==================== timer_mmss_ctrl
### Placement density heat map, timer_mmss_ctrl

The bar under the picture is 20 um long. 11 x 11 tiles, from dark blue (low) to red (high), 0 to 100% covered.
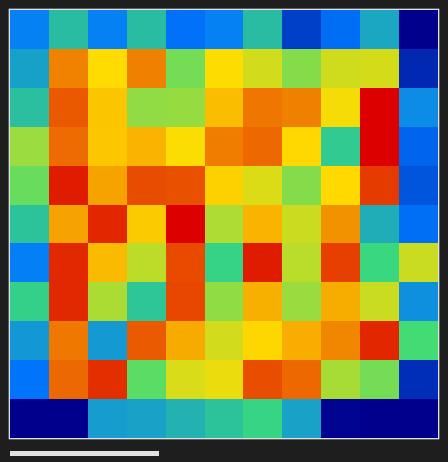

[config.mk]
export PLATFORM = sky130hd
export DESIGN_NAME = timer_mmss_ctrl
export DESIGN_NICKNAME = d
export VERILOG_FILES = /design/src/rtl/timer_pkg.sv /design/src/rtl/bcd_down_digit.sv /design/src/rtl/timer_mmss_ctrl.sv
export SDC_FILE = /design/constraint.sdc
export NUM_CORES = 1
export LEC_CHECK = 0
export CORE_MARGIN = 1
export CORE_UTILIZATION = 52
export DETAILED_ROUTE_END_ITERATION = 6
export PLACE_DENSITY = 0.8
export SLEW_MARGIN = 40
export SYNTH_ARGS = -nofsm -noshare
export SYNTH_HDL_FRONTEND = slang
export SYNTH_SLANG_ARGS = --single-unit
[constraint.sdc]
create_clock -name clk -period 3.9 [get_ports clk]
set_input_delay 0.39 -clock clk [delete_from_list [all_inputs] [get_ports clk]]
set_output_delay 0.39 -clock clk [all_outputs]
set_load 0.05 [all_outputs]
[src/rtl/timer_pkg.sv]
// ============================================================================
//  Module      : timer_pkg
//  Description : Shared types, digit limits and BCD packing for the MM:SS timer.
//  Revision    : 1.0
// ============================================================================
`default_nettype none

package timer_pkg;

    typedef enum logic [1:0] {
        ST_IDLE  = 2'd0,
        ST_RUN   = 2'd1,
        ST_PAUSE = 2'd2,
        ST_DONE  = 2'd3
    } state_e;

    localparam logic [3:0] DIG_MAX   = 4'd9;
    localparam logic [3:0] SEC_T_MAX = 4'd5;

    localparam int SEC_U_LSB = 0;
    localparam int SEC_T_LSB = 4;
    localparam int MIN_U_LSB = 8;
    localparam int MIN_T_LSB = 12;

    function automatic logic [3:0] clamp_digit(input logic [3:0] d, input logic [3:0] max);
        return (d > max) ? max : d;
    endfunction

    function automatic logic [15:0] clamp_preset(input logic [15:0] p);
        logic [15:0] r;
        r = '0;
        r[MIN_T_LSB +: 4] = clamp_digit(p[MIN_T_LSB +: 4], DIG_MAX);
        r[MIN_U_LSB +: 4] = clamp_digit(p[MIN_U_LSB +: 4], DIG_MAX);
        r[SEC_T_LSB +: 4] = clamp_digit(p[SEC_T_LSB +: 4], SEC_T_MAX);
        r[SEC_U_LSB +: 4] = clamp_digit(p[SEC_U_LSB +: 4], DIG_MAX);
        return r;
    endfunction

endpackage

`default_nettype wire

[src/rtl/bcd_down_digit.sv]
// ============================================================================
//  Module      : bcd_down_digit
//  Description : One BCD down-count digit that wraps to MAX and emits a borrow.
//  Revision    : 1.0
// ============================================================================
`default_nettype none

module bcd_down_digit
    import timer_pkg::*;
#(
    parameter logic [3:0] MAX = DIG_MAX
) (
    input  logic       clk,
    input  logic       clear,
    input  logic       ld,
    input  logic [3:0] d,
    input  logic       en,
    output logic [3:0] q,
    output logic       zero,
    output logic       borrow
);

    logic [3:0] q_q;
    logic [3:0] q_d;

    assign zero   = (q_q == 4'd0);
    assign borrow = en & zero;
    assign q      = q_q;

    always_comb begin
        q_d = q_q;
        if (clear) begin
            q_d = 4'd0;
        end else if (ld) begin
            q_d = d;
        end else if (en) begin
            q_d = zero ? MAX : (q_q - 4'd1);
        end
    end

    always_ff @(posedge clk) begin
        q_q <= q_d;
    end

endmodule

`default_nettype wire

[src/rtl/timer_mmss_ctrl.sv]
// ============================================================================
//  Module      : timer_mmss_ctrl
//  Description : MM:SS countdown sequencer - FSM, 1 s prescaler, clamp, expiry.
//  Revision    : 1.0
// ============================================================================
`default_nettype none

module timer_mmss_ctrl
    import timer_pkg::*;
#(
    parameter int TICK_DIV = 100
) (
    input  logic        clk,
    input  logic        clear,
    input  logic        load,
    input  logic [15:0] preset,
    input  logic        start,
    input  logic        pause,
    output logic [15:0] time_bcd,
    output logic        running,
    output logic        done,
    output logic        alarm
);

    localparam int              PRE_W    = (TICK_DIV > 2) ? $clog2(TICK_DIV) : 1;
    localparam logic [PRE_W-1:0] PRE_LAST = PRE_W'(TICK_DIV - 1);

    state_e           state_q, state_d;
    logic [PRE_W-1:0] pre_q, pre_d;
    logic             running_q, running_d;
    logic             done_q, done_d;
    logic             alarm_q, alarm_d;

    logic        tick;
    logic        ld_acc;
    logic [15:0] preset_clamped;
    logic [15:0] dig_q;
    logic [3:0]  dig_zero;
    logic [3:0]  dig_borrow;
    logic [3:0]  dig_en;
    logic        time_zero;
    logic        last_sec;

    assign preset_clamped = clamp_preset(preset);
    assign ld_acc         = !clear && load && (state_q != ST_RUN);
    assign tick           = !clear && (state_q == ST_RUN) && !pause && (pre_q == PRE_LAST);
    assign dig_en         = {dig_borrow[2:0], tick};
    assign time_zero      = &dig_zero;
    assign last_sec       = dig_zero[3] && dig_zero[2] && dig_zero[1]
                            && (dig_q[SEC_U_LSB +: 4] == 4'd1);

    for (genvar i = 0; i < 4; i++) begin : g_digit
        bcd_down_digit #(
            .MAX ((i == 1) ? SEC_T_MAX : DIG_MAX)
        ) u_digit (
            .clk    (clk),
            .clear  (clear),
            .ld     (ld_acc),
            .d      (preset_clamped[4*i +: 4]),
            .en     (dig_en[i]),
            .q      (dig_q[4*i +: 4]),
            .zero   (dig_zero[i]),
            .borrow (dig_borrow[i])
        );
    end

    always_comb begin
        state_d = state_q;
        pre_d   = pre_q;
        done_d  = 1'b0;
        if (clear) begin
            state_d = ST_IDLE;
            pre_d   = '0;
        end else if (ld_acc) begin
            state_d = ST_IDLE;
            pre_d   = '0;
        end else begin
            case (state_q)
                ST_RUN: begin
                    if (pause) begin
                        state_d = ST_PAUSE;
                    end else if (tick) begin
                        pre_d = '0;
                        // A top-digit borrow means 0000 underflowed; treat it as expiry too.
                        if (last_sec || dig_borrow[3]) begin
                            state_d = ST_DONE;
                            done_d  = 1'b1;
                        end
                    end else begin
                        pre_d = pre_q + 1'b1;
                    end
                end
                ST_IDLE: begin
                    if (start && !time_zero) begin
                        state_d = ST_RUN;
                        pre_d   = '0;
                    end
                end
                ST_PAUSE: begin
                    if (start && !time_zero) begin
                        state_d = ST_RUN;
                    end
                end
                default: begin
                    state_d = state_q;
                end
            endcase
        end
        running_d = (state_d == ST_RUN);
        alarm_d   = (state_d == ST_DONE);
    end

    always_ff @(posedge clk) begin
        state_q   <= state_d;
        pre_q     <= pre_d;
        running_q <= running_d;
        done_q    <= done_d;
        alarm_q   <= alarm_d;
    end

    assign time_bcd = dig_q;
    assign running  = running_q;
    assign done     = done_q;
    assign alarm    = alarm_q;

endmodule

`default_nettype wire

==================== apb_slot_ctrl
===== src/rtl/apb_slot_ctrl.sv =====
// apb_slot_ctrl: bridges the MSS APB3 master onto NUM_SLOTS fabric slaves with timeout and error logging
module apb_slot_ctrl #(
  parameter int NUM_SLOTS = 4,
  parameter int SLOT_LSB = 8,
  parameter int TIMEOUT = 255
) (
  input  logic                    SYSCLK,
  input  logic                    SYSRESET,
  input  logic                    MSSPSEL,
  input  logic                    MSSPENABLE,
  input  logic                    MSSPWRITE,
  input  logic [31:0]             MSSPADDR,
  input  logic [31:0]             MSSPWDATA,
  output logic [31:0]             MSSPRDATA,
  output logic                    MSSPREADY,
  output logic                    MSSPSLVERR,
  output logic [NUM_SLOTS-1:0]    S_PSEL,
  output logic                    S_PENABLE,
  output logic                    S_PWRITE,
  output logic [7:0]              S_PADDR,
  output logic [31:0]             S_PWDATA,
  input  logic [32*NUM_SLOTS-1:0] S_PRDATA,
  input  logic [NUM_SLOTS-1:0]    S_PREADY,
  input  logic [NUM_SLOTS-1:0]    S_PSLVERR,
  output logic [7:0]              ERR_COUNT,
  output logic [31:0]             LAST_ERR_ADDR
);
  typedef enum logic [1:0] {IDLE, SLV_SETUP, SLV_ACCESS, RESPOND} state_t;
  localparam logic [4:0] NS = 5'(NUM_SLOTS);
  state_t state, state_d;
  logic [31:0] addr_q, wdata_q, rdata_q, rdata_d, sel_rdata, addr_d;
  logic [3:0] slot_q, slot_in;
  logic [7:0] cnt;
  logic write_q, err_q, err_d, sel_ready, sel_err, load, active, log_err;
  assign slot_in = MSSPADDR[SLOT_LSB+3:SLOT_LSB];
  assign addr_d = load ? MSSPADDR : addr_q;
  assign active = state == SLV_SETUP || state == SLV_ACCESS;
  assign log_err = state != RESPOND && state_d == RESPOND && err_d;
  always_comb begin
    sel_rdata = '0;
    sel_ready = 1'b0;
    sel_err = 1'b0;
    for (int k = 0; k < NUM_SLOTS; k++)
      if (slot_q == 4'(k)) begin
        sel_rdata = S_PRDATA[32*k +: 32];
        sel_ready = S_PREADY[k];
        sel_err = S_PSLVERR[k];
      end
  end
  // a dropped MSSPSEL mid-transfer abandons it silently
  always_comb begin
    state_d = state;
    err_d = err_q;
    rdata_d = rdata_q;
    load = 1'b0;
    case (state)
      IDLE: if (MSSPSEL && !MSSPENABLE) begin
        load = 1'b1;
        if ({1'b0, slot_in} < NS) state_d = SLV_SETUP;
        else begin
          state_d = RESPOND;
          err_d = 1'b1;
          rdata_d = '0;
        end
      end
      SLV_SETUP: state_d = MSSPSEL ? SLV_ACCESS : IDLE;
      SLV_ACCESS: if (!MSSPSEL) state_d = IDLE;
      else if (sel_ready) begin
        state_d = RESPOND;
        err_d = sel_err;
        rdata_d = sel_rdata;
      end else if (cnt == 8'(TIMEOUT - 1)) begin
        state_d = RESPOND;
        err_d = 1'b1;
        rdata_d = '0;
      end
      default: state_d = IDLE;
    endcase
  end
  always_ff @(posedge SYSCLK or posedge SYSRESET)
    if (SYSRESET) begin
      state <= IDLE;
      addr_q <= '0;
      wdata_q <= '0;
      write_q <= 1'b0;
      slot_q <= '0;
      rdata_q <= '0;
      err_q <= 1'b0;
      cnt <= '0;
      ERR_COUNT <= '0;
      LAST_ERR_ADDR <= '0;
    end else begin
      state <= state_d;
      err_q <= err_d;
      rdata_q <= rdata_d;
      addr_q <= addr_d;
      if (load) begin
        wdata_q <= MSSPWDATA;
        write_q <= MSSPWRITE;
        slot_q <= slot_in;
      end
      cnt <= state == SLV_SETUP ? '0 : state == SLV_ACCESS && state_d == SLV_ACCESS ? cnt + 8'd1 : cnt;
      if (log_err) begin
        ERR_COUNT <= ERR_COUNT == 8'hFF ? ERR_COUNT : ERR_COUNT + 8'd1;
        LAST_ERR_ADDR <= addr_d;
      end
    end
  assign S_PSEL = active ? NUM_SLOTS'(1) << slot_q : '0;
  assign S_PENABLE = state == SLV_ACCESS;
  assign S_PWRITE = active && write_q;
  assign S_PADDR = active ? addr_q[7:0] : '0;
  assign S_PWDATA = active ? wdata_q : '0;
  assign MSSPREADY = state == RESPOND;
  assign MSSPSLVERR = state == RESPOND && err_q;
  assign MSSPRDATA = state == RESPOND && !write_q ? rdata_q : '0;
endmodule


===== config.mk =====
export PLATFORM = sky130hd
export DESIGN_NAME = apb_slot_ctrl
export DESIGN_NICKNAME = d
export VERILOG_FILES = /design/src/rtl/apb_slot_ctrl.sv
export SDC_FILE = /design/constraint.sdc
export NUM_CORES = 1
export LEC_CHECK = 0
export CORE_UTILIZATION = 43
export CTS_BUF_LIST = sky130_fd_sc_hd__clkbuf_16
export DETAILED_ROUTE_END_ITERATION = 16
export GPL_TIMING_DRIVEN = 1
export PLACE_DENSITY = 0.82
export SETUP_SLACK_MARGIN = 0.15
export SLEW_MARGIN = 20
export SYNTH_ARGS = -nofsm -noshare
export SYNTH_HDL_FRONTEND = slang
export SYNTH_SLANG_ARGS = --single-unit

===== constraint.sdc =====
create_clock -name SYSCLK -period 7.1 [get_ports SYSCLK]
set_input_delay 1.42 -clock SYSCLK [delete_from_list [all_inputs] [get_ports SYSCLK]]
set_output_delay 1.42 -clock SYSCLK [all_outputs]
set_load 0.02 [all_outputs]

### Wiring heat map, timer_mmss_ctrl

The bar under the picture is 20 um long. 11 x 11 tiles, from dark blue (low) to red (high), scaled to the fullest tile. Values are wire area over tile area, all layers added.
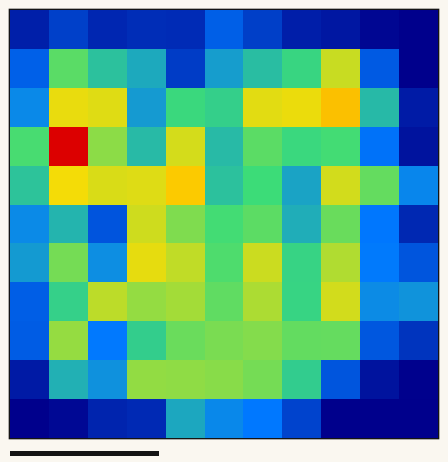
densest ninth of the die = centre
mean over tiles = 0.18
tiles over half the peak = 39%
emptiest ninth of the die = lower right

### Placed cells, one colour a class, timer_mmss_ctrl

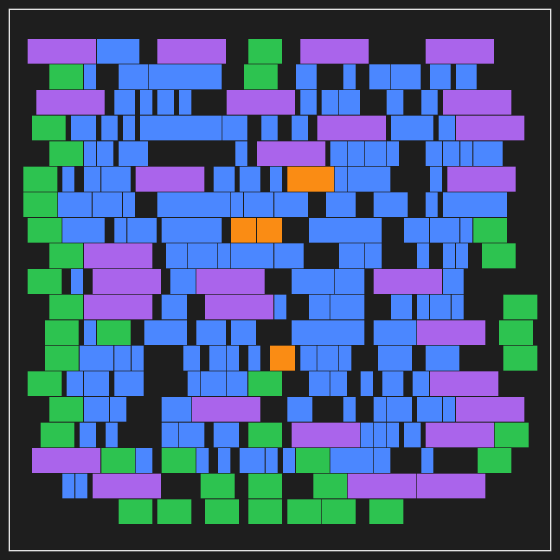
purple -> flops  # cells 28, share of their area 28%
blue -> all other logic  # cells 149, share of their area 51%
orange -> clock drivers and dummy loads  # cells 4, share of their area 1.8%
green -> other buffers and delay cells  # cells 39, share of their area 19%
sequential share of cell area: 27.4%
Core ar.: 2830 sq um
Finished Core Util: 72.4%
Core Rows: 19
final instance area: 2050 sq um

## Picture notes: 'Placement density heat map' of timer_mmss_ctrl
tiles over 75% full = 40%
mean over tiles = 61%
nearly empty tiles = 5.0%
fullest tile = 100%

==> deck_impl_summary.md, timer_mmss_ctrl <==
Flow Results at a Glance

STA
  – Count of pins over their slew limit: 0
  – Crit share post-route: 63.1%

Floorplan
  – I/O pin count: roughly 40
  – Die Size: 3300 sq um

Power
  – Clock group: 146 uW
  – Total chip power: 644 uW
  – Sequential Power: between 300 and 400 uW
  – Comb. pwr: 179 uW
  – Comb power frac: 27.7%

Placement
  – Placer congestion estimate: 0.865
  – Inst Count DP: 247

Job
  – Max_cap viols: 0

Status
  – Status: complete, but fails checks
  – Failing checks: design-rule violations

Yosys
  – Leading area contributor after synthesis: dfxtp_1
  – #FFs+latches synth: 28

Clock tree
  – Setup Buffers After CTS: 0
  – Htree depth: 1
  – Post_cts resized: 0

Finish
  – Ant. Diodes: 0

Setup path
  – Worst R2R Start: state_q[1]

GRT
  – Vias in the first global route: 1457

Min path
  – Min-delay src: pre_q[6]

Routing
  – DRC Markers: 3
==> timer_mmss_ctrl: critical path, stage by stage <==
cell and delay, ps:
clkdlybuf4s50_1 710, nand3b_1 740, a2111oi_0 630, nor2_1 90, o31a_1 130
==> timer_mmss_ctrl: metal layers <==
metal	wire length, um	GRT usage (%)	vias up
met4	48	9.76	0
li1	-	-	756
met1	1800	35.4	735
met5	0	0	-
met2	1880	40.9	37
met3	137	3.63	6
### Placed cells, one colour a class, apb_slot_ctrl

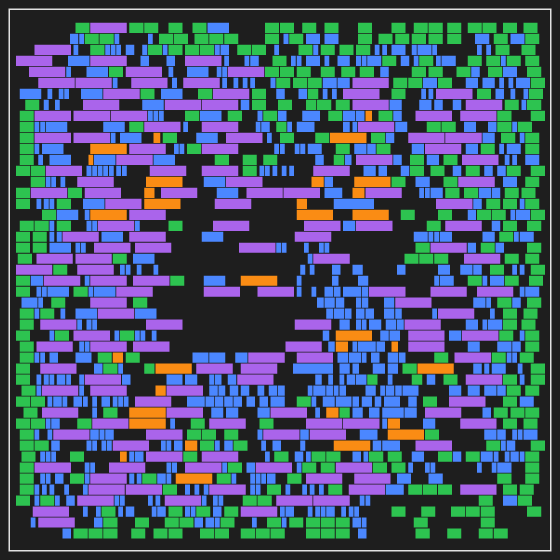
orange -> clock drivers and dummy loads  # cells 32, share of their area 4.8%
blue -> all other logic  # cells 562, share of their area 31%
purple -> flops  # cells 152, share of their area 34%
green -> other buffers and delay cells  # cells 332, share of their area 30%

==> deck_impl_summary.md, apb_slot_ctrl <==
Flow Results at a Glance

Power
  – Clock share of power: about a fifth
  – Switching share of power: 38.9%
  – Sequential Power: 1.40 mW
  – Net switching power: 1.64 mW
  – Maximum vdd drop: 275 uV
  – Comb. pwr: 2.01 mW

Placement
  – Placer congestion estimate: 0.878
  – Inst Count DP: between 1000 and 1500
  – Dpl hpwl: 16600 um
  – Worst slack at placement: 2350 ps

Yosys
  – Leading area contributor after synthesis: dfrtp_1
  – Most used flip-flop cell: dfrtp_1
  – Synthesis area per yosys: 7450 sq um
  – Ao+oa area frac: between 10% and 20%
  – Top cells by area: dfrtp_1 51%, nand2_1 14%, and2_1 6.6%, mux2_4 6.0%, a222oi_1 4.3%
  – Syn Inst Count: roughly 770
  – Top cell type's share of synthesized area: 51.0%
  – Async S/R FF share, synth: 100%

Finish
  – Comb/total area: 30.0%
  – Logic inverters: 8
  – Dominant logic cell type in the layout: clkdlybuf4s50_1
  – Most instantiated logic cells after routing: 324 x clkdlybuf4s50_1, 272 x nand2_1, 152 x dfrtp_1, 79 x and2_1, 33 x a22o_1
  – Combinational gate area: about 3400 sq um
  – Plain + repair buffers: between 300 and 400

GRT
  – First-pass GRT wire length: 36200 um
  – Largest net degree at the start of global routing: 100
  – Grt met1 use: between 30% and 40%
  – Vias in the first global route: 6784
  – Grt peak-use layer: met2
  – Grt met3 use: about 7%

Floorplan
  – DIE WIDTH: roughly 130 um
  – I/O pin count: 325
  – Core Rows: about 47
  – Pre-Place Util: 44.5%
  – Die height: 134 um

Setup path
  – Slowest CP cell: nor2_2
  – Crit Path Category: flop to output pin
  – Worst Path Required: 5680 ps

Status
  – Status: finished, final reports clean

Clock tree
  – Hold Buf Count CTS: 0
  – Clock Path Buffers: 2
  – Clk root buf: clkbuf_16
  – TritonCTS clock tree: built
  – Post_cts resized: 0
  – TritonCTS Buffers: 17

Routing
  – DRC Markers: 0
  – Pre-Repair DR Iteration Count: 6
  – WL met3: 1640 um
  – Top sig layer: met4

Job
  – Max_cap viols: 0

STA
  – Final Critical Period: 4430 ps
  – Hold slack: 469 ps
==> apb_slot_ctrl: worst paths after layout <==
check                           start                 to  slack, ps  depth (start not counted)
max                          state[1]       MSSPRDATA[0]       2670                          5
min                        wdata_q[5]         wdata_q[5]        470                          2
max reg2reg                  state[0]  LAST_ERR_ADDR[17]       3620                          8
min reg2reg                wdata_q[5]         wdata_q[5]        470                          2
max in group asynchronous    SYSRESET           state[0]       4320                          3
min in group asynchronous    SYSRESET  LAST_ERR_ADDR[30]       1560                          2
==> apb_slot_ctrl: worst min-delay path, cell delays in order (launching register included) <==
cell	delay [ps]
dfrtp_1	340
nand2_1	50
nand2_1	50

==> layout pictures side by side <==
Routing congestion map.
(a)
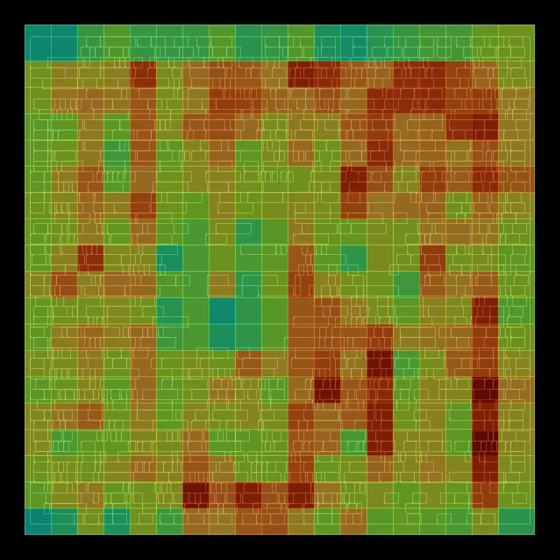
(b)
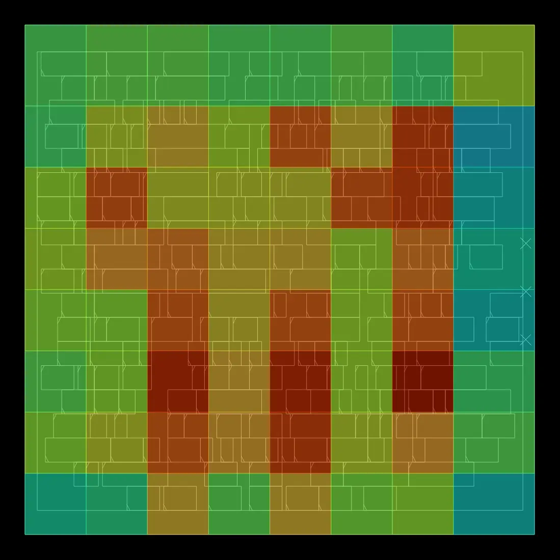
- timer_mmss_ctrl = (b)
- apb_slot_ctrl = (a)
- most wire per cell: (a)



==> screenshots <==
Cell sizes after repair.
Plate I
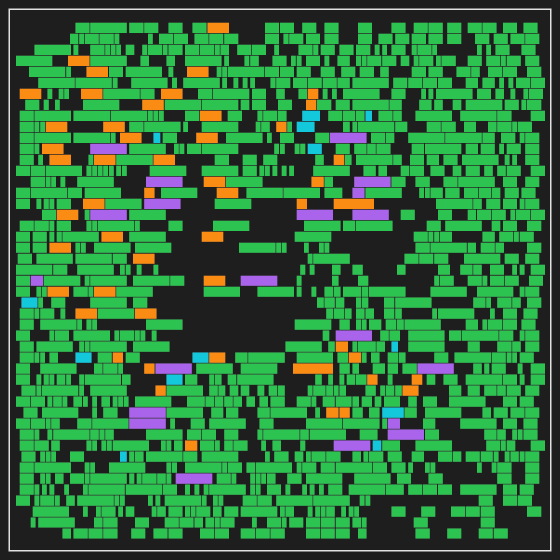
Plate II
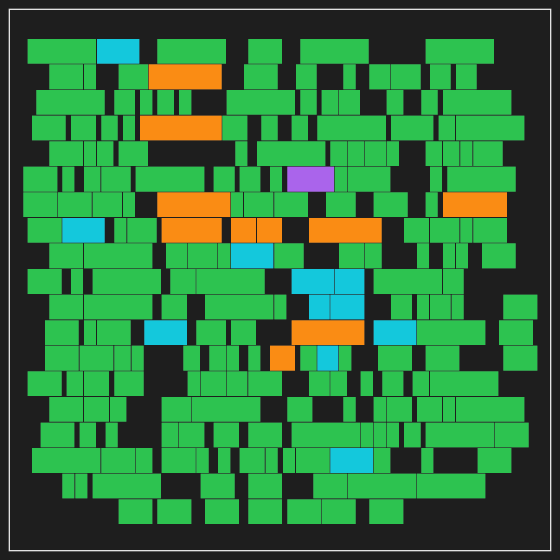
The one with the most cells is Plate I.
timer_mmss_ctrl is Plate II.
apb_slot_ctrl is Plate I.

Key to Plate I:
green -> drive 1 or less  # cells 994, share 92%, most used clkdlybuf4s50_1
cyan -> drive 2  # cells 13, share 1.2%
orange -> drive 3 to 4  # cells 51, share 4.7%, most used mux2_4
purple -> drive 6 and up  # cells 20, share 1.9%, most used clkbuf_16

Power and IR drop assume default switching activity.
